=== bus_arbiter ===
Figure 1. Clock nets (bus_arbiter).
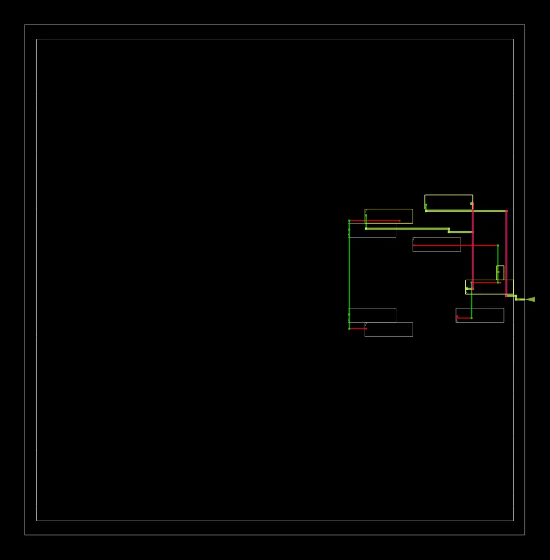

$ cat config.mk
export PLATFORM = sky130hd
export DESIGN_NAME = bus_arbiter
export DESIGN_NICKNAME = d
export VERILOG_FILES = /design/src/rtl/bus_arbiter_pkg.sv /design/src/rtl/bus_arbiter.sv
export SDC_FILE = /design/constraint.sdc
export NUM_CORES = 1
export LEC_CHECK = 0
export CAP_MARGIN = 10
export CORE_AREA = 2 2 94 96
export CTS_BUF_LIST = sky130_fd_sc_hd__clkbuf_16
export DETAILED_ROUTE_END_ITERATION = 8
export DIE_AREA = 0 0 96 98
export PLACE_DENSITY_LB_ADDON = 0.12
export SYNTH_ARGS = -nofsm -noshare
export SYNTH_HDL_FRONTEND = slang
export SYNTH_SLANG_ARGS = --single-unit
$ cat constraint.sdc
create_clock -name clk -period 2.7 [get_ports clk]
set_input_delay 0.27 -clock clk [delete_from_list [all_inputs] [get_ports clk]]
set_output_delay 0.27 -clock clk [all_outputs]
set_load 0.05 [all_outputs]
$ cat src/rtl/bus_arbiter_pkg.sv
// -----------------------------------------------------------------------------
// bus_arbiter_pkg
// Shared definitions for the fetch/data SRAM arbiter.
//   rsp_owner_e        : which requester owns the read data returning next cycle
//   STARVE_MAX_DEFAULT : default count of consecutive data grants tolerated
//                        while a fetch request is waiting
// -----------------------------------------------------------------------------
package bus_arbiter_pkg;

    typedef enum logic [1:0] {
        RSP_NONE = 2'd0,
        RSP_I    = 2'd1,
        RSP_D    = 2'd2
    } rsp_owner_e;

    localparam int STARVE_MAX_DEFAULT = 4;

endpackage : bus_arbiter_pkg

$ cat src/rtl/bus_arbiter.sv
// -----------------------------------------------------------------------------
// bus_arbiter
// Two-master arbiter (instruction fetch, data load/store) in front of a single
// port synchronous SRAM. Grants are combinational; read data returns exactly
// one cycle after the grant and is tagged to its owner by a small FSM.
//
// Parameters
//   STARVE_MAX : consecutive data grants allowed while a fetch is pending
//   AW         : address width
//   DW         : data width (byte strobes are DW/8 wide)
//
// Ports
//   clk, arst                      : clock, asynchronous active-high reset
//   i_req_i, i_addr_i              : fetch request / address
//   i_gnt_o, i_rvalid_o            : fetch accepted / fetch read data valid
//   d_req_i, d_we_i, d_addr_i,
//   d_wdata_i, d_wmask_i           : data request / write / address / store data
//   d_gnt_o, d_rvalid_o            : data accepted (write completion) / read valid
//   rdata_o                        : shared read data (pass-through of m_rdata_i)
//   m_req_o, m_we_o, m_addr_o,
//   m_wdata_o, m_wmask_o, m_rdata_i: SRAM port
// -----------------------------------------------------------------------------
module bus_arbiter
    import bus_arbiter_pkg::*;
#(
    parameter int STARVE_MAX = STARVE_MAX_DEFAULT,
    parameter int AW         = 32,
    parameter int DW         = 32
) (
    input  logic            clk,
    input  logic            arst,

    input  logic            i_req_i,
    input  logic [AW-1:0]   i_addr_i,
    output logic            i_gnt_o,
    output logic            i_rvalid_o,

    input  logic            d_req_i,
    input  logic            d_we_i,
    input  logic [AW-1:0]   d_addr_i,
    input  logic [DW-1:0]   d_wdata_i,
    input  logic [DW/8-1:0] d_wmask_i,
    output logic            d_gnt_o,
    output logic            d_rvalid_o,

    output logic [DW-1:0]   rdata_o,

    output logic            m_req_o,
    output logic            m_we_o,
    output logic [AW-1:0]   m_addr_o,
    output logic [DW-1:0]   m_wdata_o,
    output logic [DW/8-1:0] m_wmask_o,
    input  logic [DW-1:0]   m_rdata_i
);

    // Counter must be able to hold STARVE_MAX itself; keep at least one bit.
    localparam int            CW         = (STARVE_MAX < 1) ? 1 : $clog2(STARVE_MAX + 1);
    localparam logic [CW-1:0] STARVE_LIM = CW'(STARVE_MAX);

    logic [CW-1:0] r_starve_cnt;
    rsp_owner_e    r_state;
    rsp_owner_e    w_state_nxt;

    logic          w_fetch_prio;
    logic          w_i_gnt;
    logic          w_d_gnt;

    // -------------------------------------------------------------------------
    // Grant: data normally wins; a fetch that has waited through STARVE_MAX
    // data grants takes the port. Exactly one grant whenever anyone requests.
    // -------------------------------------------------------------------------
    assign w_fetch_prio = i_req_i && (r_starve_cnt == STARVE_LIM);
    assign w_d_gnt      = d_req_i && !w_fetch_prio;
    assign w_i_gnt      = i_req_i && !w_d_gnt;

    assign i_gnt_o = w_i_gnt;
    assign d_gnt_o = w_d_gnt;
    assign m_req_o = i_req_i | d_req_i;

    // SRAM request mux; idle drives all fields to zero.
    always_comb begin
        m_we_o    = 1'b0;
        m_addr_o  = '0;
        m_wdata_o = '0;
        m_wmask_o = '0;
        if (w_d_gnt) begin
            m_we_o    = d_we_i;
            m_addr_o  = d_addr_i;
            m_wdata_o = d_wdata_i;
            m_wmask_o = d_wmask_i;
        end else if (w_i_gnt) begin
            m_addr_o  = i_addr_i;
        end
    end

    // -------------------------------------------------------------------------
    // Starvation counter: counts data grants that bypassed a waiting fetch.
    // Any cycle without a fetch request, or a fetch grant, starts over.
    // -------------------------------------------------------------------------
    always_ff @(posedge clk or posedge arst) begin
        if (arst) begin
            r_starve_cnt <= '0;
        end else if (!i_req_i || w_i_gnt) begin
            r_starve_cnt <= '0;
        end else if (w_d_gnt && (r_starve_cnt != STARVE_LIM)) begin
            r_starve_cnt <= r_starve_cnt + 1'b1;
        end
    end

    // -------------------------------------------------------------------------
    // Response owner FSM: remembers who owns the SRAM read data arriving next
    // cycle. Writes complete at grant and leave no response behind. A reset
    // clears the tag, so a read granted before reset never reports rvalid.
    // -------------------------------------------------------------------------
    always_ff @(posedge clk or posedge arst) begin
        if (arst) begin
            r_state <= RSP_NONE;
        end else begin
            r_state <= w_state_nxt;
        end
    end

    always_comb begin
        w_state_nxt = RSP_NONE;
        if (w_i_gnt) begin
            w_state_nxt = RSP_I;
        end else if (w_d_gnt && !d_we_i) begin
            w_state_nxt = RSP_D;
        end
    end

    assign i_rvalid_o = (r_state == RSP_I);
    assign d_rvalid_o = (r_state == RSP_D);
    assign rdata_o    = m_rdata_i;

endmodule : bus_arbiter

=== alu_share_arbiter ===
File: src/rtl/alu_share_arbiter.sv
// Round-robin sharing of one combinational ALU between NUM_REQ requesters.
// Each operation goes IDLE -> EXEC -> RESP, and the response is held until it is consumed.
module alu_share_arbiter #(
  parameter  int NUM_REQ = 2,
  localparam int ID_W    = (NUM_REQ > 1) ? $clog2(NUM_REQ) : 1
) (
  input  logic                    clk,
  input  logic                    rst_n,
  input  logic [NUM_REQ-1:0]      req_valid,
  output logic [NUM_REQ-1:0]      req_ready,
  input  logic [4*NUM_REQ-1:0]    req_op,
  input  logic [32*NUM_REQ-1:0]   req_a,
  input  logic [32*NUM_REQ-1:0]   req_b,
  output logic [31:0]             alu_a,
  output logic [31:0]             alu_b,
  output logic [3:0]              alu_op,
  input  logic [31:0]             alu_result,
  input  logic                    alu_zero,
  output logic                    rsp_valid,
  input  logic                    rsp_ready,
  output logic [ID_W-1:0]         rsp_id,
  output logic [31:0]             rsp_result,
  output logic                    rsp_zero,
  output logic                    rsp_err,
  output logic [1:0]              dbg_state
);

  // Handshake: a request transfers on a rising edge where req_valid[i] & req_ready[i];
  // a response transfers on a rising edge where rsp_valid & rsp_ready.
  typedef enum logic [1:0] {IDLE = 2'd0, EXEC = 2'd1, RESP = 2'd2} state_t;

  state_t          r_state;
  logic [ID_W-1:0] r_rr_ptr;
  logic [3:0]      r_op;
  logic [31:0]     r_a;
  logic [31:0]     r_b;
  logic [ID_W-1:0] r_id;
  logic            r_rsp_valid;
  logic [ID_W-1:0] r_rsp_id;
  logic [31:0]     r_rsp_result;
  logic            r_rsp_zero;
  logic            r_rsp_err;

  logic            w_hi_found;
  logic [ID_W-1:0] w_hi_idx;
  logic            w_lo_found;
  logic [ID_W-1:0] w_lo_idx;
  logic            w_win_found;
  logic [ID_W-1:0] w_win_idx;
  logic [NUM_REQ-1:0] w_grant;
  logic [3:0]      w_sel_op;
  logic [31:0]     w_sel_a;
  logic [31:0]     w_sel_b;
  logic [ID_W-1:0] w_rr_next;
  logic            w_accept;

  // The search wraps: the lowest valid index at or above rr_ptr wins;
  // if there is none, the lowest valid index below rr_ptr wins.
  always_comb begin
    w_hi_found = 1'b0;
    w_hi_idx   = '0;
    w_lo_found = 1'b0;
    w_lo_idx   = '0;
    for (int i = NUM_REQ - 1; i >= 0; i--) begin
      if (req_valid[i]) begin
        if (i >= int'(r_rr_ptr)) begin
          w_hi_found = 1'b1;
          w_hi_idx   = ID_W'(i);
        end else begin
          w_lo_found = 1'b1;
          w_lo_idx   = ID_W'(i);
        end
      end
    end
    w_win_found = w_hi_found | w_lo_found;
    w_win_idx   = w_hi_found ? w_hi_idx : w_lo_idx;
    w_grant     = '0;
    w_sel_op    = '0;
    w_sel_a     = '0;
    w_sel_b     = '0;
    for (int i = 0; i < NUM_REQ; i++) begin
      if (w_win_found && (w_win_idx == ID_W'(i))) begin
        w_grant[i] = 1'b1;
        w_sel_op   = req_op[4*i +: 4];
        w_sel_a    = req_a[32*i +: 32];
        w_sel_b    = req_b[32*i +: 32];
      end
    end
  end

  assign w_rr_next = (w_win_idx == ID_W'(NUM_REQ - 1)) ? '0 : w_win_idx + 1'b1;
  assign req_ready = (rst_n && (r_state == IDLE)) ? w_grant : '0;
  assign w_accept  = rst_n && (r_state == IDLE) && w_win_found;

  always_ff @(posedge clk) begin
    if (!rst_n) begin
      r_state      <= IDLE;
      r_rr_ptr     <= '0;
      r_op         <= '0;
      r_a          <= '0;
      r_b          <= '0;
      r_id         <= '0;
      r_rsp_valid  <= 1'b0;
      r_rsp_id     <= '0;
      r_rsp_result <= '0;
      r_rsp_zero   <= 1'b0;
      r_rsp_err    <= 1'b0;
    end else begin
      case (r_state)
        IDLE: begin
          if (w_accept) begin
            r_op     <= w_sel_op;
            r_a      <= w_sel_a;
            r_b      <= w_sel_b;
            r_id     <= w_win_idx;
            r_rr_ptr <= w_rr_next;
            // Opcodes 10..15 skip the ALU and answer with an error response.
            if (w_sel_op > 4'd9) begin
              r_rsp_valid  <= 1'b1;
              r_rsp_id     <= w_win_idx;
              r_rsp_result <= '0;
              r_rsp_zero   <= 1'b0;
              r_rsp_err    <= 1'b1;
              r_state      <= RESP;
            end else begin
              r_state <= EXEC;
            end
          end
        end
        EXEC: begin
          r_rsp_valid  <= 1'b1;
          r_rsp_id     <= r_id;
          r_rsp_result <= alu_result;
          r_rsp_zero   <= alu_zero;
          r_rsp_err    <= 1'b0;
          r_state      <= RESP;
        end
        RESP: begin
          if (rsp_ready) begin
            r_rsp_valid <= 1'b0;
            r_state     <= IDLE;
          end
        end
        default: r_state <= IDLE;
      endcase
    end
  end

  // ALU inputs come straight from the capture registers, so they stay quiet while the block is idle.
  assign alu_a      = r_a;
  assign alu_b      = r_b;
  assign alu_op     = r_op;
  assign rsp_valid  = r_rsp_valid;
  assign rsp_id     = r_rsp_id;
  assign rsp_result = r_rsp_result;
  assign rsp_zero   = r_rsp_zero;
  assign rsp_err    = r_rsp_err;
  assign dbg_state  = r_state;

endmodule

File: config.mk
export PLATFORM = sky130hd
export DESIGN_NAME = alu_share_arbiter
export DESIGN_NICKNAME = d
export VERILOG_FILES = /design/src/rtl/alu_share_arbiter.sv
export SDC_FILE = /design/constraint.sdc
export NUM_CORES = 1
export LEC_CHECK = 0
export ABC_AREA = 1
export CORE_ASPECT_RATIO = 1.1
export CORE_UTILIZATION = 36
export DETAILED_ROUTE_END_ITERATION = 10
export PLACE_DENSITY = 0.84
export SETUP_SLACK_MARGIN = 0.1
export SLEW_MARGIN = 20
export SYNTH_ARGS = -nofsm -noshare
export SYNTH_HDL_FRONTEND = slang
export SYNTH_SLANG_ARGS = --single-unit
File: constraint.sdc
create_clock -name clk -period 3.09 [get_ports clk]
set_input_delay 0.927 -clock clk [delete_from_list [all_inputs] [get_ports clk]]
set_output_delay 0.927 -clock clk [all_outputs]
set_load 0.02 [all_outputs]
=== pcie_egress_sequencer ===
`src/rtl/pcie_egress_sequencer.sv`:
```
// ============================================================================
// Module   : pcie_egress_sequencer
// Purpose  : Splits one host MWr32/MRd32 transfer into size- and 4KB-legal TLPs
//            and feeds them to the egress TLP builder one packet at a time.
//            Optional read-tag throttling: PCIE_EGRESS_SEQ_TAG_THROTTLE_EN.
// Revision : 1.0 - initial release
// ============================================================================
`default_nettype none

module pcie_egress_sequencer #(
    parameter int MAX_TAGS = 32,
    parameter int TAG_BASE = 0
) (
    input  logic        clk,
    input  logic        rst,
    input  logic        i_start,
    input  logic        i_write,
    input  logic [31:0] i_address,
    input  logic [23:0] i_dword_count,
    input  logic [13:0] i_flags,
    input  logic [2:0]  i_max_payload,
    input  logic [2:0]  i_max_read_req,
    input  logic        i_cancel,
    output logic        o_busy,
    output logic        o_done,
    output logic        o_egress_enable,
    input  logic        i_egress_finished,
    output logic [7:0]  o_egress_command,
    output logic [13:0] o_egress_flags,
    output logic [31:0] o_egress_address,
    output logic [7:0]  o_egress_tag,
    output logic [10:0] o_pkt_dwords,
    output logic [23:0] o_remaining
`ifdef PCIE_EGRESS_SEQ_TAG_THROTTLE_EN
    ,
    input  logic        i_cpl_done_stb,
    output logic [8:0]  o_outstanding
`endif
);

    localparam logic [7:0] c_cmd_mwr  = 8'h40;
    localparam logic [7:0] c_cmd_mrd  = 8'h00;
    localparam logic [7:0] c_tag_base = 8'(TAG_BASE);
    localparam logic [7:0] c_tag_last = 8'(TAG_BASE + MAX_TAGS - 1);

    typedef enum logic [2:0] {
        S_IDLE    = 3'd0,
        S_CALC    = 3'd1,
        S_ISSUE   = 3'd2,
        S_RELEASE = 3'd3,
        S_DONE    = 3'd4
    } state_t;

    state_t      state_q;
    logic        write_q;
    logic [2:0]  pay_code_q;
    logic [2:0]  rd_code_q;
    logic        busy_q;
    logic        done_q;
    logic        enable_q;
    logic [7:0]  cmd_q;
    logic [31:0] addr_q;
    logic [7:0]  tag_q;
    logic [10:0] pkt_q;
    logic [23:0] rem_q;

    logic [2:0]  code_sel_d;
    logic [2:0]  code_eff_d;
    logic [10:0] size_limit_d;
    logic [10:0] b4k_d;
    logic [10:0] lim_d;
    logic [10:0] pkt_d;
    logic [31:0] addr_d;
    logic [23:0] rem_d;
    logic [7:0]  tag_d;
    logic        stall_d;

    // Size codes above 5 clamp to the 1024-DWORD maximum.
    always_comb begin
        code_sel_d   = write_q ? pay_code_q : rd_code_q;
        code_eff_d   = (code_sel_d > 3'd5) ? 3'd5 : code_sel_d;
        size_limit_d = 11'd32 << code_eff_d;
        b4k_d        = 11'd1024 - {1'b0, addr_q[11:2]};
        lim_d        = (size_limit_d < b4k_d) ? size_limit_d : b4k_d;
        pkt_d        = (rem_q < {13'd0, lim_d}) ? rem_q[10:0] : lim_d;
        addr_d       = addr_q + {19'd0, pkt_q, 2'b00};
        rem_d        = rem_q - {13'd0, pkt_q};
        tag_d        = (tag_q == c_tag_last) ? c_tag_base : tag_q + 8'd1;
    end

`ifdef PCIE_EGRESS_SEQ_TAG_THROTTLE_EN
    logic [8:0] outstanding_q;
    logic       inc_d;
    logic       dec_d;

    assign inc_d = (state_q == S_ISSUE) && i_egress_finished && !write_q;
    assign dec_d = i_cpl_done_stb && (outstanding_q != 9'd0);

    always_ff @(posedge clk or posedge rst) begin
        if (rst) begin
            outstanding_q <= 9'd0;
        end else if (inc_d && !i_cpl_done_stb) begin
            outstanding_q <= outstanding_q + 9'd1;
        end else if (dec_d && !inc_d) begin
            outstanding_q <= outstanding_q - 9'd1;
        end
    end

    assign o_outstanding = outstanding_q;
    assign stall_d       = !write_q && (outstanding_q == 9'(MAX_TAGS));
`else
    assign stall_d = 1'b0;
`endif

    always_ff @(posedge clk or posedge rst) begin
        if (rst) begin
            state_q    <= S_IDLE;
            write_q    <= 1'b0;
            pay_code_q <= 3'd0;
            rd_code_q  <= 3'd0;
            busy_q     <= 1'b0;
            done_q     <= 1'b0;
            enable_q   <= 1'b0;
            cmd_q      <= 8'd0;
            addr_q     <= 32'd0;
            tag_q      <= c_tag_base;
            pkt_q      <= 11'd0;
            rem_q      <= 24'd0;
        end else begin
            done_q <= 1'b0;
            case (state_q)
                S_IDLE: begin
                    busy_q <= 1'b0;
                    if (i_start) begin
                        busy_q     <= 1'b1;
                        write_q    <= i_write;
                        cmd_q      <= i_write ? c_cmd_mwr : c_cmd_mrd;
                        addr_q     <= i_address & 32'hFFFF_FFFC;
                        rem_q      <= i_dword_count;
                        pay_code_q <= i_max_payload;
                        rd_code_q  <= i_max_read_req;
                        state_q    <= (i_dword_count == 24'd0) ? S_DONE : S_CALC;
                    end
                end
                S_CALC: begin
                    pkt_q <= pkt_d;
                    if (i_cancel) begin
                        state_q <= S_DONE;
                    end else if (!stall_d) begin
                        enable_q <= 1'b1;
                        state_q  <= S_ISSUE;
                    end
                end
                S_ISSUE: begin
                    if (i_egress_finished) begin
                        enable_q <= 1'b0;
                        state_q  <= S_RELEASE;
                    end
                end
                S_RELEASE: begin
                    // Advance only once the egress has dropped finished, so the
                    // next packet never sees a stale handshake.
                    if (!i_egress_finished) begin
                        addr_q <= addr_d;
                        rem_q  <= rem_d;
                        if (!write_q) begin
                            tag_q <= tag_d;
                        end
                        state_q <= ((rem_d == 24'd0) || i_cancel) ? S_DONE : S_CALC;
                    end
                end
                S_DONE: begin
                    done_q  <= 1'b1;
                    state_q <= S_IDLE;
                end
                default: begin
                    state_q <= S_IDLE;
                end
            endcase
        end
    end

    assign o_busy           = busy_q;
    assign o_done           = done_q;
    assign o_egress_enable  = enable_q;
    assign o_egress_command = cmd_q;
    assign o_egress_flags   = i_flags;
    assign o_egress_address = addr_q;
    assign o_egress_tag     = tag_q;
    assign o_pkt_dwords     = pkt_q;
    assign o_remaining      = rem_q;

endmodule

`default_nettype wire
```
`config.mk`:
```
export PLATFORM = sky130hd
export DESIGN_NAME = pcie_egress_sequencer
export DESIGN_NICKNAME = d
export VERILOG_FILES = /design/src/rtl/pcie_egress_sequencer.sv
export SDC_FILE = /design/constraint.sdc
export NUM_CORES = 1
export LEC_CHECK = 0
export CAP_MARGIN = 20
export CORE_ASPECT_RATIO = 1.2
export CORE_MARGIN = 2
export CORE_UTILIZATION = 50
export CTS_BUF_LIST = sky130_fd_sc_hd__clkbuf_4 sky130_fd_sc_hd__clkbuf_8
export DETAILED_ROUTE_END_ITERATION = 12
export PLACE_DENSITY = 0.83
export SLEW_MARGIN = 20
export SYNTH_ARGS = -nofsm -noshare
export SYNTH_HDL_FRONTEND = slang
export SYNTH_SLANG_ARGS = --single-unit
```
`constraint.sdc`:
```
create_clock -name clk -period 6.8 [get_ports clk]
set_clock_uncertainty 0.05 [all_clocks]
set_input_delay 1.36 -clock clk [delete_from_list [all_inputs] [get_ports clk]]
set_output_delay 1.36 -clock clk [all_outputs]
set_load 0.03 [all_outputs]
```
=== i2c_eeprom_slave ===
File: src/rtl/i2c_eeprom_slave.sv
// I2C target modelling a 256-byte serial EEPROM with an auto-incrementing address pointer.
// SCL/SDA are oversampled on the system clock; all bus events are decoded from synchronized edges.
module i2c_eeprom_slave #(
  parameter logic [6:0] DEV_ADDR  = 7'b1010000,
  parameter int         MEM_DEPTH = 256
) (
  input  logic       i_clk10MHz,
  input  logic       i_RST,
  input  logic       i_SCL,
  input  logic       i_SDA,
  output logic       o_SDA_Drive_Low,
  output logic [7:0] o_Current_Addr,
  output logic       o_Busy,
  output logic       o_Wr_Strobe
);

  typedef enum logic [3:0] {
    S_IDLE,
    S_DEV_ADDR,
    S_DEV_ACK,
    S_REG_ADDR,
    S_REG_ACK,
    S_WR_DATA,
    S_WR_ACK,
    S_RD_DATA,
    S_RD_ACK,
    S_WAIT_STOP
  } state_t;

  state_t      state, state_nx;
  logic [2:0]  scl_q, sda_q;
  logic        scl_s, scl_d, sda_s, sda_d;
  logic        scl_rise, scl_fall, start_det, stop_det;
  logic        drive, drive_nx;
  logic        rw, rw_nx;
  logic [7:0]  addr, addr_nx, addr_inc;
  logic [7:0]  shift, shift_nx, rx_byte;
  logic [3:0]  cnt, cnt_nx;
  logic        mem_we, strobe_nx;
  logic [7:0]  mem [0:MEM_DEPTH-1];

  // Synchronizers preset high so reset release never looks like a START or STOP.
  always_ff @(posedge i_clk10MHz) begin
    if (i_RST) begin
      scl_q <= 3'b111;
      sda_q <= 3'b111;
    end else begin
      scl_q <= {scl_q[1:0], i_SCL};
      sda_q <= {sda_q[1:0], i_SDA};
    end
  end

  assign scl_s     = scl_q[1];
  assign scl_d     = scl_q[2];
  assign sda_s     = sda_q[1];
  assign sda_d     = sda_q[2];
  assign scl_rise  = scl_s & ~scl_d;
  assign scl_fall  = ~scl_s & scl_d;
  assign start_det = scl_s & scl_d & ~sda_s & sda_d;
  assign stop_det  = scl_s & scl_d & sda_s & ~sda_d;
  assign rx_byte   = {shift[6:0], sda_s};
  assign addr_inc  = addr + 8'd1;

  always_ff @(posedge i_clk10MHz) begin
    if (i_RST) begin
      state       <= S_IDLE;
      drive       <= 1'b0;
      rw          <= 1'b0;
      addr        <= 8'h00;
      shift       <= 8'h00;
      cnt         <= 4'd0;
      o_Wr_Strobe <= 1'b0;
    end else begin
      state       <= state_nx;
      drive       <= drive_nx;
      rw          <= rw_nx;
      addr        <= addr_nx;
      shift       <= shift_nx;
      cnt         <= cnt_nx;
      o_Wr_Strobe <= strobe_nx;
    end
  end

  // Memory contents deliberately survive reset.
  always_ff @(posedge i_clk10MHz) begin
    if (!i_RST && mem_we) mem[addr] <= rx_byte;
  end

  // ACK states: the fall after bit 8 pulls SDA low, the 9th rise advances; the following
  // fall is handled by the next state (release when receiving, first data bit when reading).
  always_comb begin
    state_nx  = state;
    drive_nx  = drive;
    rw_nx     = rw;
    addr_nx   = addr;
    shift_nx  = shift;
    cnt_nx    = cnt;
    mem_we    = 1'b0;
    strobe_nx = 1'b0;
    if (start_det) begin
      state_nx = S_DEV_ADDR;
      cnt_nx   = 4'd0;
      drive_nx = 1'b0;
    end else if (stop_det) begin
      state_nx = S_IDLE;
      drive_nx = 1'b0;
    end else begin
      case (state)
        S_IDLE, S_WAIT_STOP: drive_nx = 1'b0;
        S_DEV_ADDR, S_REG_ADDR, S_WR_DATA: begin
          if (scl_fall) drive_nx = 1'b0;
          if (scl_rise) begin
            shift_nx = rx_byte;
            cnt_nx   = cnt + 4'd1;
            if (cnt == 4'd7) begin
              cnt_nx = 4'd0;
              if (state == S_DEV_ADDR) begin
                if (rx_byte[7:1] == DEV_ADDR && rx_byte[7:1] != 7'd0) begin
                  rw_nx    = rx_byte[0];
                  state_nx = S_DEV_ACK;
                end else begin
                  state_nx = S_IDLE;
                end
              end else if (state == S_REG_ADDR) begin
                addr_nx  = rx_byte;
                state_nx = S_REG_ACK;
              end else begin
                mem_we    = 1'b1;
                strobe_nx = 1'b1;
                addr_nx   = addr_inc;
                state_nx  = S_WR_ACK;
              end
            end
          end
        end
        S_DEV_ACK, S_REG_ACK, S_WR_ACK: begin
          if (scl_fall) begin
            drive_nx = 1'b1;
          end else if (scl_rise) begin
            cnt_nx = 4'd0;
            if (state == S_DEV_ACK && rw) begin
              shift_nx = mem[addr];
              state_nx = S_RD_DATA;
            end else if (state == S_DEV_ACK) begin
              state_nx = S_REG_ADDR;
            end else begin
              state_nx = S_WR_DATA;
            end
          end
        end
        S_RD_DATA: begin
          if (scl_fall) begin
            if (cnt == 4'd8) begin
              drive_nx = 1'b0;
              cnt_nx   = 4'd0;
              state_nx = S_RD_ACK;
            end else begin
              drive_nx = ~shift[7];
              shift_nx = {shift[6:0], 1'b1};
              cnt_nx   = cnt + 4'd1;
            end
          end
        end
        S_RD_ACK: begin
          if (scl_rise) begin
            addr_nx = addr_inc;
            if (!sda_s) begin
              shift_nx = mem[addr_inc];
              cnt_nx   = 4'd0;
              state_nx = S_RD_DATA;
            end else begin
              state_nx = S_WAIT_STOP;
            end
          end
        end
        default: begin
          state_nx = S_IDLE;
          drive_nx = 1'b0;
        end
      endcase
    end
  end

  assign o_SDA_Drive_Low = drive;
  assign o_Current_Addr  = addr;
  assign o_Busy          = (state != S_IDLE);

endmodule

File: config.mk
export PLATFORM = sky130hd
export DESIGN_NAME = i2c_eeprom_slave
export DESIGN_NICKNAME = d
export VERILOG_FILES = /design/src/rtl/i2c_eeprom_slave.sv
export SDC_FILE = /design/constraint.sdc
export NUM_CORES = 2
export LEC_CHECK = 0
export CORE_MARGIN = 2
export CORE_UTILIZATION = 44
export CTS_CLUSTER_SIZE = 25
export DETAILED_ROUTE_END_ITERATION = 8
export SKIP_CTS_REPAIR_TIMING = 1
export SLEW_MARGIN = 20
export SYNTH_ARGS = -nofsm -noshare
export SYNTH_HDL_FRONTEND = slang
export SYNTH_SLANG_ARGS = --single-unit
File: constraint.sdc
create_clock -name i_clk10MHz -period 6.2 [get_ports i_clk10MHz]
set_input_delay 1.55 -clock i_clk10MHz [delete_from_list [all_inputs] [get_ports i_clk10MHz]]
set_output_delay 1.55 -clock i_clk10MHz [all_outputs]
set_load 0.005 [all_outputs]
=== i2c_reg_ctrl ===
<file path="src/rtl/i2c_reg_ctrl.sv">
// Byte-oriented register file behind an I2C target: the first byte of a write
// sets the register pointer, further bytes write and auto-increment; reads stream from the pointer.
module i2c_reg_ctrl #(
    parameter int         NUM_REGS    = 8,
    parameter logic [7:0] RESET_VALUE = 8'h00
) (
    input  logic                       clk,
    input  logic                       rst,
    input  logic [7:0]                 rx_byte_data_i,
    input  logic                       rx_byte_valid_i,
    input  logic                       i2c_stop_i,
    input  logic                       tx_req_i,
    output logic [7:0]                 tx_byte_data_o,
    output logic                       tx_byte_valid_o,
    output logic [8*NUM_REGS-1:0]      regs_o,
    output logic                       wr_strobe_o,
    output logic [$clog2(NUM_REGS)-1:0] wr_addr_o,
    output logic [$clog2(NUM_REGS)-1:0] ptr_o
);
    localparam int ADDR_W = $clog2(NUM_REGS);

    typedef enum logic {
        ST_ADDR = 1'b0,
        ST_DATA = 1'b1
    } state_t;

    state_t            state;
    logic [ADDR_W-1:0] ptr;
    logic              pending;
    logic [7:0]        regs [NUM_REGS];

    logic              rx_wr;
    logic [ADDR_W-1:0] ptr_rx;
    logic              rd_go;
    logic [7:0]        rd_data;

    // The received byte is always applied first; any read this cycle then
    // works from the pointer and contents as left by that byte.
    always_comb begin
        rx_wr   = rx_byte_valid_i && (state == ST_DATA);
        ptr_rx  = ptr;
        if (rx_byte_valid_i) begin
            if (state == ST_ADDR) ptr_rx = rx_byte_data_i[ADDR_W-1:0];
            else                  ptr_rx = ptr + ADDR_W'(1);
        end
        // A fresh request colliding with an rx byte is deferred to pending.
        rd_go   = pending || (tx_req_i && !rx_byte_valid_i);
        rd_data = (rx_wr && (ptr == ptr_rx)) ? rx_byte_data_i : regs[ptr_rx];
    end

    always_ff @(posedge clk) begin
        if (rst) begin
            state           <= ST_ADDR;
            ptr             <= '0;
            pending         <= 1'b0;
            tx_byte_data_o  <= 8'h00;
            tx_byte_valid_o <= 1'b0;
            wr_strobe_o     <= 1'b0;
            wr_addr_o       <= '0;
            for (int k = 0; k < NUM_REGS; k++) regs[k] <= RESET_VALUE;
        end else begin
            wr_strobe_o     <= rx_wr;
            tx_byte_valid_o <= rd_go;
            if (rx_wr) begin
                regs[ptr] <= rx_byte_data_i;
                wr_addr_o <= ptr;
            end
            if (rd_go) tx_byte_data_o <= rd_data;
            ptr <= rd_go ? ptr_rx + ADDR_W'(1) : ptr_rx;
            // One-deep: a request arriving while one is pending is dropped.
            pending <= !pending && tx_req_i && rx_byte_valid_i;
            if (i2c_stop_i)           state <= ST_ADDR;
            else if (rx_byte_valid_i) state <= ST_DATA;
        end
    end

    for (genvar k = 0; k < NUM_REGS; k++) begin : g_flat
        assign regs_o[8*k +: 8] = regs[k];
    end

    assign ptr_o = ptr;
endmodule

</file>
<file path="config.mk">
export PLATFORM = sky130hd
export DESIGN_NAME = i2c_reg_ctrl
export DESIGN_NICKNAME = d
export VERILOG_FILES = /design/src/rtl/i2c_reg_ctrl.sv
export SDC_FILE = /design/constraint.sdc
export NUM_CORES = 1
export LEC_CHECK = 0
export CELL_PAD_IN_SITES_DETAIL_PLACEMENT = 0
export CELL_PAD_IN_SITES_GLOBAL_PLACEMENT = 1
export CORE_ASPECT_RATIO = 0.9
export CORE_MARGIN = 4
export CORE_UTILIZATION = 39
export DETAILED_ROUTE_END_ITERATION = 7
export PLACE_DENSITY_LB_ADDON = 0.08
export SYNTH_ARGS = -nofsm -noshare
export SYNTH_HDL_FRONTEND = slang
export SYNTH_SLANG_ARGS = --single-unit
</file>
<file path="constraint.sdc">
create_clock -name clk -period 2.65 [get_ports clk]
set_clock_uncertainty 0.05 [all_clocks]
set_input_delay 0.265 -clock clk [delete_from_list [all_inputs] [get_ports clk]]
set_output_delay 0.265 -clock clk [all_outputs]
set_load 0.02 [all_outputs]
</file>

==> notes/layouts.md <==
Pictures saved along the way, in no particular order.

Pin map.
Pins as bars across the die edge, other pins in gray.
shot_01.png
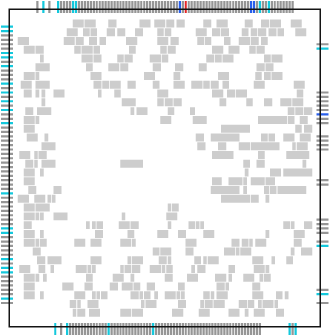
shot_02.png
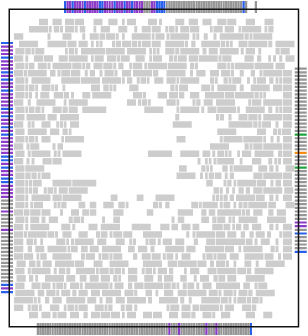
shot_03.png
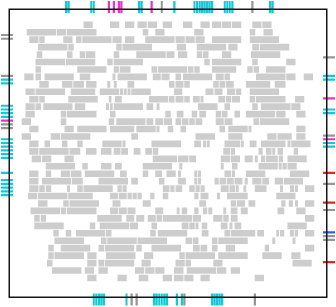
shot_04.png
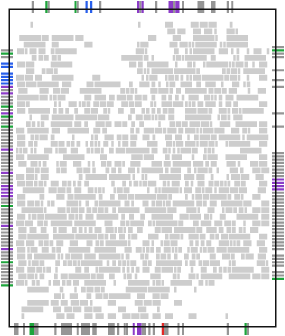
shot_05.png
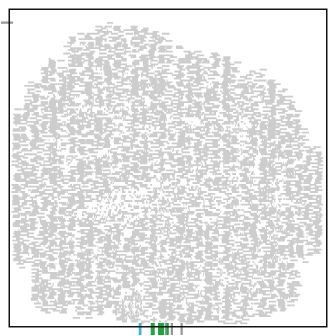
- i2c_reg_ctrl = shot_03.png
- i2c_eeprom_slave = shot_05.png
- pcie_egress_sequencer = shot_04.png
- bus_arbiter = shot_01.png
- alu_share_arbiter = shot_02.png

Figure 2. Clock distribution (pcie_egress_sequencer).
The bar under the picture is 20 um long.
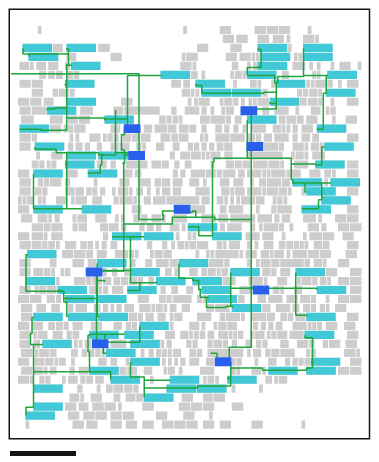
[blue] cells driving clock nets | count: 9
[cyan] flip-flops | count: 86
[green] clock wires | length: 1190 um
flops lie: spread over the die

==> results_dict.tcl, pcie_egress_sequencer <==
# collected from the flow reports
set metrics [dict create \
    adder_share_pct 8.194 \
    combinationalPower_mw 2.80 \
    synthTopLogicFamily "AND-OR/OR-AND gates" \
    setup_viol 0 \
    worst-slew-pin-transition_ns 0.9682 \
    route.final.wire_length_mm 19.72 \
    fp.dieH_um 129.8 \
    maximum_vdd_drop_uv 260.8 \
    rsz0062_at_grt "false" \
    cp-end-kind "flip-flop" \
    synth.cell_area_um2 6596 \
    power_clock_mw 0.457 \
    power.share.combinational_pct 64.5 \
    outcome "completed" \
    pre_cts_slack_ns 0.9783 \
    power_per_cell_area_nw_per_um2 527.6 \
    final_core_utilization_pct 64.47 \
    synthDominantAreaCellType "sky130_fd_sc_hd__dfrtp_1" \
    top_cell_category "combinational gates" \
    dp_cells 1056 \
    p_r_area_growth_vs_syn_pct 24.92 \
    finalSetupTns_ns 0 \
    final.period_utilization_pct 86.93 \
    clkSinkCount 86 \
    path_cells "nor4_1, nand2b_1, nor3b_1, nor3b_1, inv_1, ha_1, a21oi_1, o21ai_0, a21oi_1, mux2i_1, ha_1, or4_4, a2111oi_4, o211ai_2, a31oi_4, mux2i_1, mux2_2" \
    syn_area_per_cell_um2 8.287 \
    use_met2_pct 46.99 \
    n_all_buffers 149 \
]
[pcie_egress_sequencer: path summary, 6_finish.rpt]
path | startpoint | slack (ns) | to | depth (start not counted)
hold reg to reg | rd_code_q[2] | 0.44 | rd_code_q[2] | 2
min in group asynchronous | rst | 1.13 | o_egress_tag[1] | 2
setup reg to reg | o_egress_address[4] | 0.89 | o_pkt_dwords[3] | 17
max in group asynchronous | rst | 4.61 | o_remaining[8] | 3
setup / recovery | o_egress_address[4] | 0.89 | o_pkt_dwords[3] | 17
hold / removal | rd_code_q[2] | 0.44 | rd_code_q[2] | 2
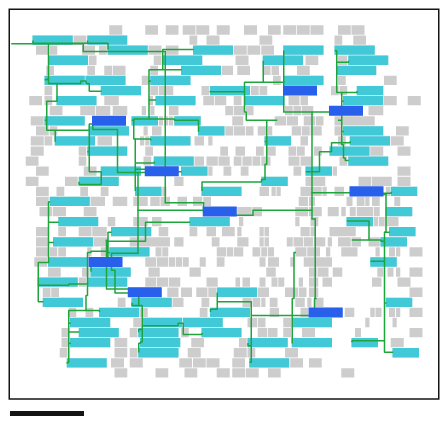
Figure 3: i2c_reg_ctrl, clock distribution.
The bar under the picture is 20 um long.
[green] clock wires | length: 1070 um
[cyan] flip-flops | count: 82
[blue] cells driving clock nets | count: 9
routed clock nets: 10

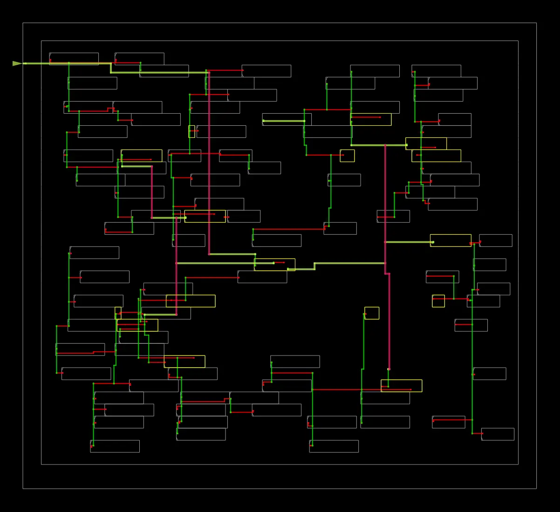
Figure 4: i2c_reg_ctrl, clock nets.
clk pwr: 1.35 mW
Clock Sinks: 82
Clock Buffer Count: 10
total clock buffers created by CTS: 9

==> results_dict.tcl, i2c_reg_ctrl <==
# collected from the flow reports
set metrics [dict create \
    outcome "completed" \
    path_clk_slew_ns 0.06 \
    worst_path_largest_cell_delay_ns 0.60 \
    via_per_instance_ratio 5.417 \
    ys_async_sr_fraction_pct 0 \
    detailroute.via_count 3196 \
    worst_reg2reg_startpoint "state" \
    power.clock.fraction_pct 40.0 \
    instances_no_fill 590 \
    grt_pass1_wl_mm 18.98 \
    port_buffers 92 \
    post_synth_xor_area_fraction_pct 0.4325 \
    synth.cell_area_um2 4050 \
    rsz0062_at_grt "false" \
    crit_path_start "state" \
    timing.critical_path.required_ns 2.81 \
    layout.cell_area.non_filler_um2 5534 \
    maxCapViolations 0 \
]
-- i2c_reg_ctrl: state kept, by name (all words and copies together), names as in the netlist --
register,cells
regs,64
wr_addr_o,3
state,1
tx_byte_valid_o,1
pending,1
tx_byte_data_o,8
wr_strobe_o,1
ptr_o,3
-- i2c_reg_ctrl: layout make-up --
cell class	instances	share of cell area (%)
flip-flops and latches	82	41.24
multi-input cells	246	30.00
repair buffers	114	19.85
clock buffers	10	4.137
well taps	129	2.917
clock inverters	6	1.605
inverters	3	0.2487
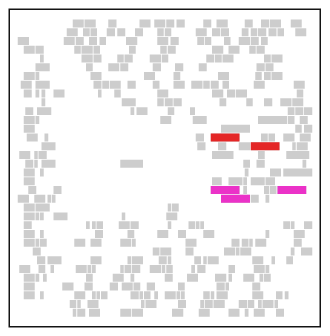
Figure 5: bus_arbiter, where the registers sit.
Other cells in gray.
| color | name in the netlist | placed flops |
|---|---|---|
| magenta | `r_starve_cnt` | 3 |
| red | `r_state` | 2 |

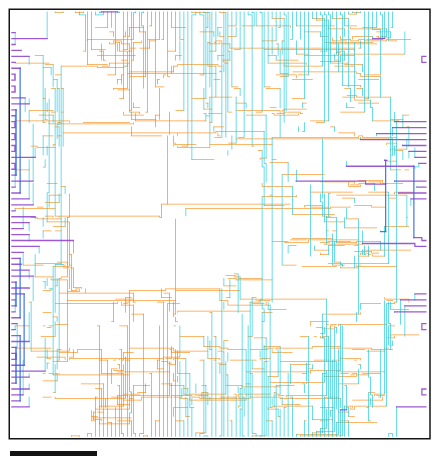
Figure 6: bus_arbiter, signal wires by layer.
The bar under the picture is 20 um long.
| color | layer | wire length |
|---|---|---|
| orange | met1 | 2400 um |
| blue | met4 | 135 um |
| purple | met3 | 342 um |
| cyan | met2 | 3580 um |

Notes on Figure 1 above:
Clock Sinks: 5
clk latency late pin: 0.23 ns

==> results_dict.tcl, bus_arbiter <==
# collected from the flow reports
set metrics [dict create \
    via_per_instance_ratio 4.236 \
    detailroute.via_count 1923 \
    synthDominantCellAreaShare_pct 18.23 \
    grt_pass1_wl_mm 9.777 \
    grt_pass1_vias 1906 \
    worst_clock_skew_ns 0.001177 \
    period_needed_ns 2.381 \
    floorplan.die_area_um2 9408 \
    synth-main-ff-cell "sky130_fd_sc_hd__dfrtp_1" \
    layout.cell_area.non_filler_um2 2885 \
    finalPower_mw 0.9600 \
    non_clock_inverter_count 3 \
    drtIter0Drc 66 \
    timing.reg2reg.setup_slack_ns 1.16 \
    outcome "completed" \
    combinationalPower_mw 0.636 \
    layout.sequential_cells 5 \
    maximum_vdd_drop_uv 159.2 \
    power_per_cell_area_nw_per_um2 332.7 \
]
bus_arbiter: critical path, stage by stage, from the launching register on:
cell and delay [ns]:
sky130_fd_sc_hd__dfrtp_1 0.39, sky130_fd_sc_hd__inv_1 0.06, sky130_fd_sc_hd__ha_1 0.28, sky130_fd_sc_hd__nand3_2 0.52, sky130_fd_sc_hd__and3_1 0.43, sky130_fd_sc_hd__buf_4 0.19
bus_arbiter: flip-flops by register name (all words and copies together), names as in the netlist:
| signal | count |
|---|---|
| r_state | 2 |
| r_starve_cnt | 3 |
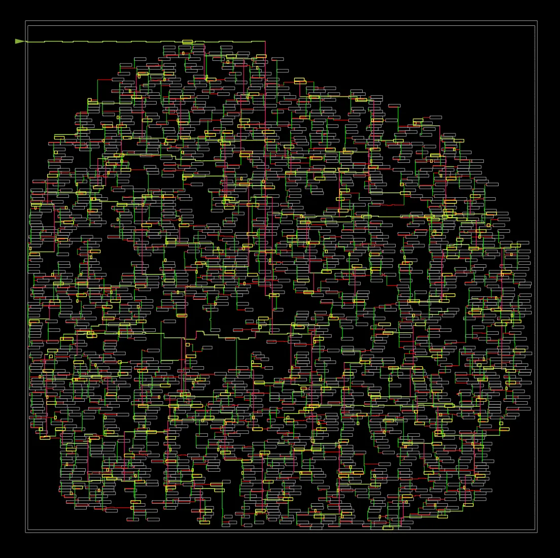
Figure 7: i2c_eeprom_slave, clock nets.
clk_skew: 0.06814 ns
Clock Buffer Count: 259
total clock buffers created by CTS: 217

==> results_dict.tcl, i2c_eeprom_slave <==
# collected from the flow reports
set metrics [dict create \
    number_of_antenna_violations_at_the_first_check_in_global_routing 17 \
    max-clock-path-buffers 3 \
    sequential_share_of_power_pct 51.3 \
    fp.dieH_um 477.9 \
    common_cells "sky130_fd_sc_hd__edfxtp_1 (2048), sky130_fd_sc_hd__mux4_2 (1014), sky130_fd_sc_hd__nor2_1 (381), sky130_fd_sc_hd__nand2_1 (379), sky130_fd_sc_hd__mux2i_1 (207)" \
    met1_capacity_usage_during_global_routing_pct 40.37 \
    outcome "completed" \
    layout.cell_area.non_filler_um2 110200 \
    n_all_buffers 289 \
    drt_met1_wl_mm 126.6 \
    dr_wl_met2_mm 153.1 \
    standard_cell_area_after_detailed_placement_um2 103100 \
    layout.sequential_cells 2089 \
    number_of_remaining_drc_errors 0 \
    finalSetupTns_ns 0 \
    antenna_cells_inserted 14 \
    post_synth_xor_area_fraction_pct 0.1330 \
    setup_viol 0 \
    syn_area_per_cell_um2 18.09 \
    combinationalPower_mw 1.75 \
    clkLatencyLatePin_ns 0.91 \
    largest_reg_flops 2048 \
    top_cell_category "flip-flops and latches" \
    layout.area.comb_um2 34140 \
]
-- i2c_eeprom_slave: path summary, 6_finish.rpt --
kind,from,endpoint,slack (ns),depth (start not counted)
setup / recovery,o_Current_Addr[0],shift[7],0.92,10
hold / removal,sda_q[0],sda_q[1],0.41,1
setup reg to reg,o_Current_Addr[0],shift[7],0.92,10
hold reg to reg,sda_q[0],sda_q[1],0.41,1
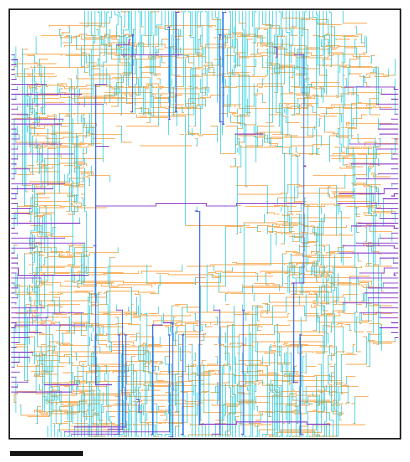
Figure 8: alu_share_arbiter, signal wires by layer.
The bar under the picture is 20 um long.
| color | layer | wire length |
|---|---|---|
| blue | met4 | 654 um |
| orange | met1 | 5880 um |
| cyan | met2 | 6900 um |
| purple | met3 | 975 um |

==> results_dict.tcl, alu_share_arbiter <==
# collected from the flow reports
set metrics [dict create \
    outcome "completed" \
    hpwlAfterDp_mm 10.16 \
    rsz0062_at_grt "false" \
    worst_path_largest_cell_delay_ns 0.49 \
    fin_nets 1014 \
    standard_cell_area_after_detailed_placement_um2 7305 \
    layout.area.comb_um2 1943 \
    floorplan.die_area_um2 12530 \
    timing.reg2reg.setup_slack_ns 0.96 \
    ys_cells 571 \
    clk_share_pct 3.946 \
    worstSetupPathType "in2out" \
    synth-area-yosys_um2 4352 \
    port_buffers 281 \
    cp-end-kind "output pin" \
    power_sequential_mw 1.94 \
    core-area_um2 11640 \
    path_cells "clkdlybuf4s50_1, inv_2, nor3_4, inv_4, nor2_4, buf_6" \
    ys_async_sr_fraction_pct 0 \
    worstPathMaxFanout 4 \
    synth-main-ff-cell "sky130_fd_sc_hd__dfxtp_1" \
    grt_remaining_overflow 0 \
    postSynthRegisterBits 108 \
    fp.dieH_um 117.3 \
    top_library_cells_by_usage_in_the_layout_fill_and_taps_aside "sky130_fd_sc_hd__clkdlybuf4s50_1 (277), sky130_fd_sc_hd__nand2_1 (237), sky130_fd_sc_hd__dfxtp_1 (108)" \
    tritoncts.num_buffers 9 \
    f_max_ghz 0.3431 \
    p_r_area_growth_vs_syn_pct 74.87 \
    power.clock.fraction_pct 21.4 \
    layout_top_cell "sky130_fd_sc_hd__clkdlybuf4s50_1" \
]
[alu_share_arbiter: through the flow]
step | power [mW] | setup TNS (ns)
after global routing | 5.867 | 0
after global placement | 4.364 | -2.868
final | 5.552 | 0
after floorplan | 3.221 | 0
after CTS | 5.601 | 0
after detailed placement | 4.394 | -4.108
[alu_share_arbiter: logic make-up after synthesis]
| family | count (synthesis) | synth area share, % |
|---|---|---|
| AND/OR/NAND/NOR | 264 | 24.30 |
| flip-flops | 108 | 49.68 |
| buffers and inverters | 53 | 5.722 |
| AND-OR/OR-AND | 146 | 20.30 |


==> notes/layouts.md <==
Pictures saved along the way, in no particular order.

Signal wires by layer.
panel A
The bar under the picture is 20 um long.
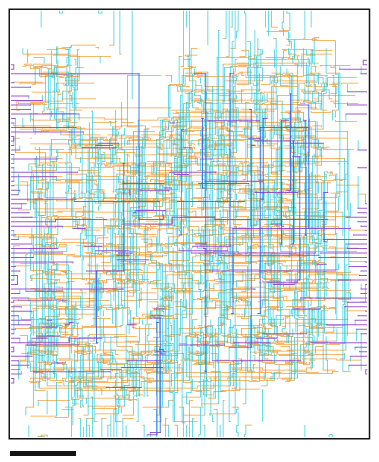
panel B
The bar under the picture is 20 um long.
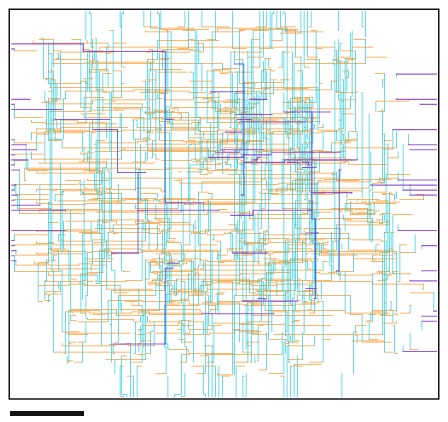
panel C
The bar under the picture is 100 um long.
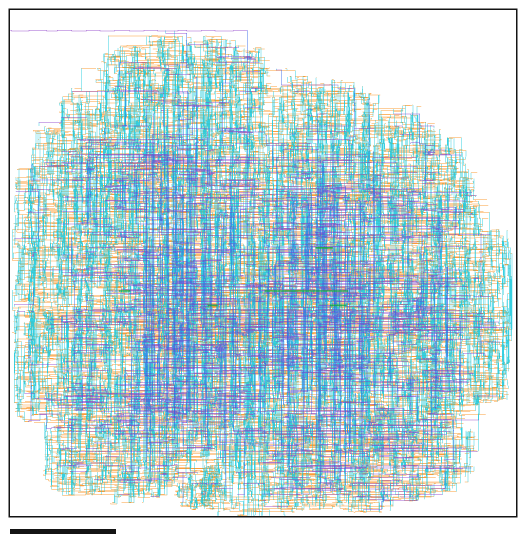
i2c_reg_ctrl: panel B
pcie_egress_sequencer: panel A
i2c_eeprom_slave: panel C
The one with the largest die is panel C.
The one with the smallest die is panel B.

Key to panel B:
| color | layer | wire length |
|---|---|---|
| cyan | met2 | 5770 um |
| purple | met3 | 604 um |
| blue | met4 | 209 um |
| orange | met1 | 5760 um |

Power is estimated from default activity; no workload was simulated.
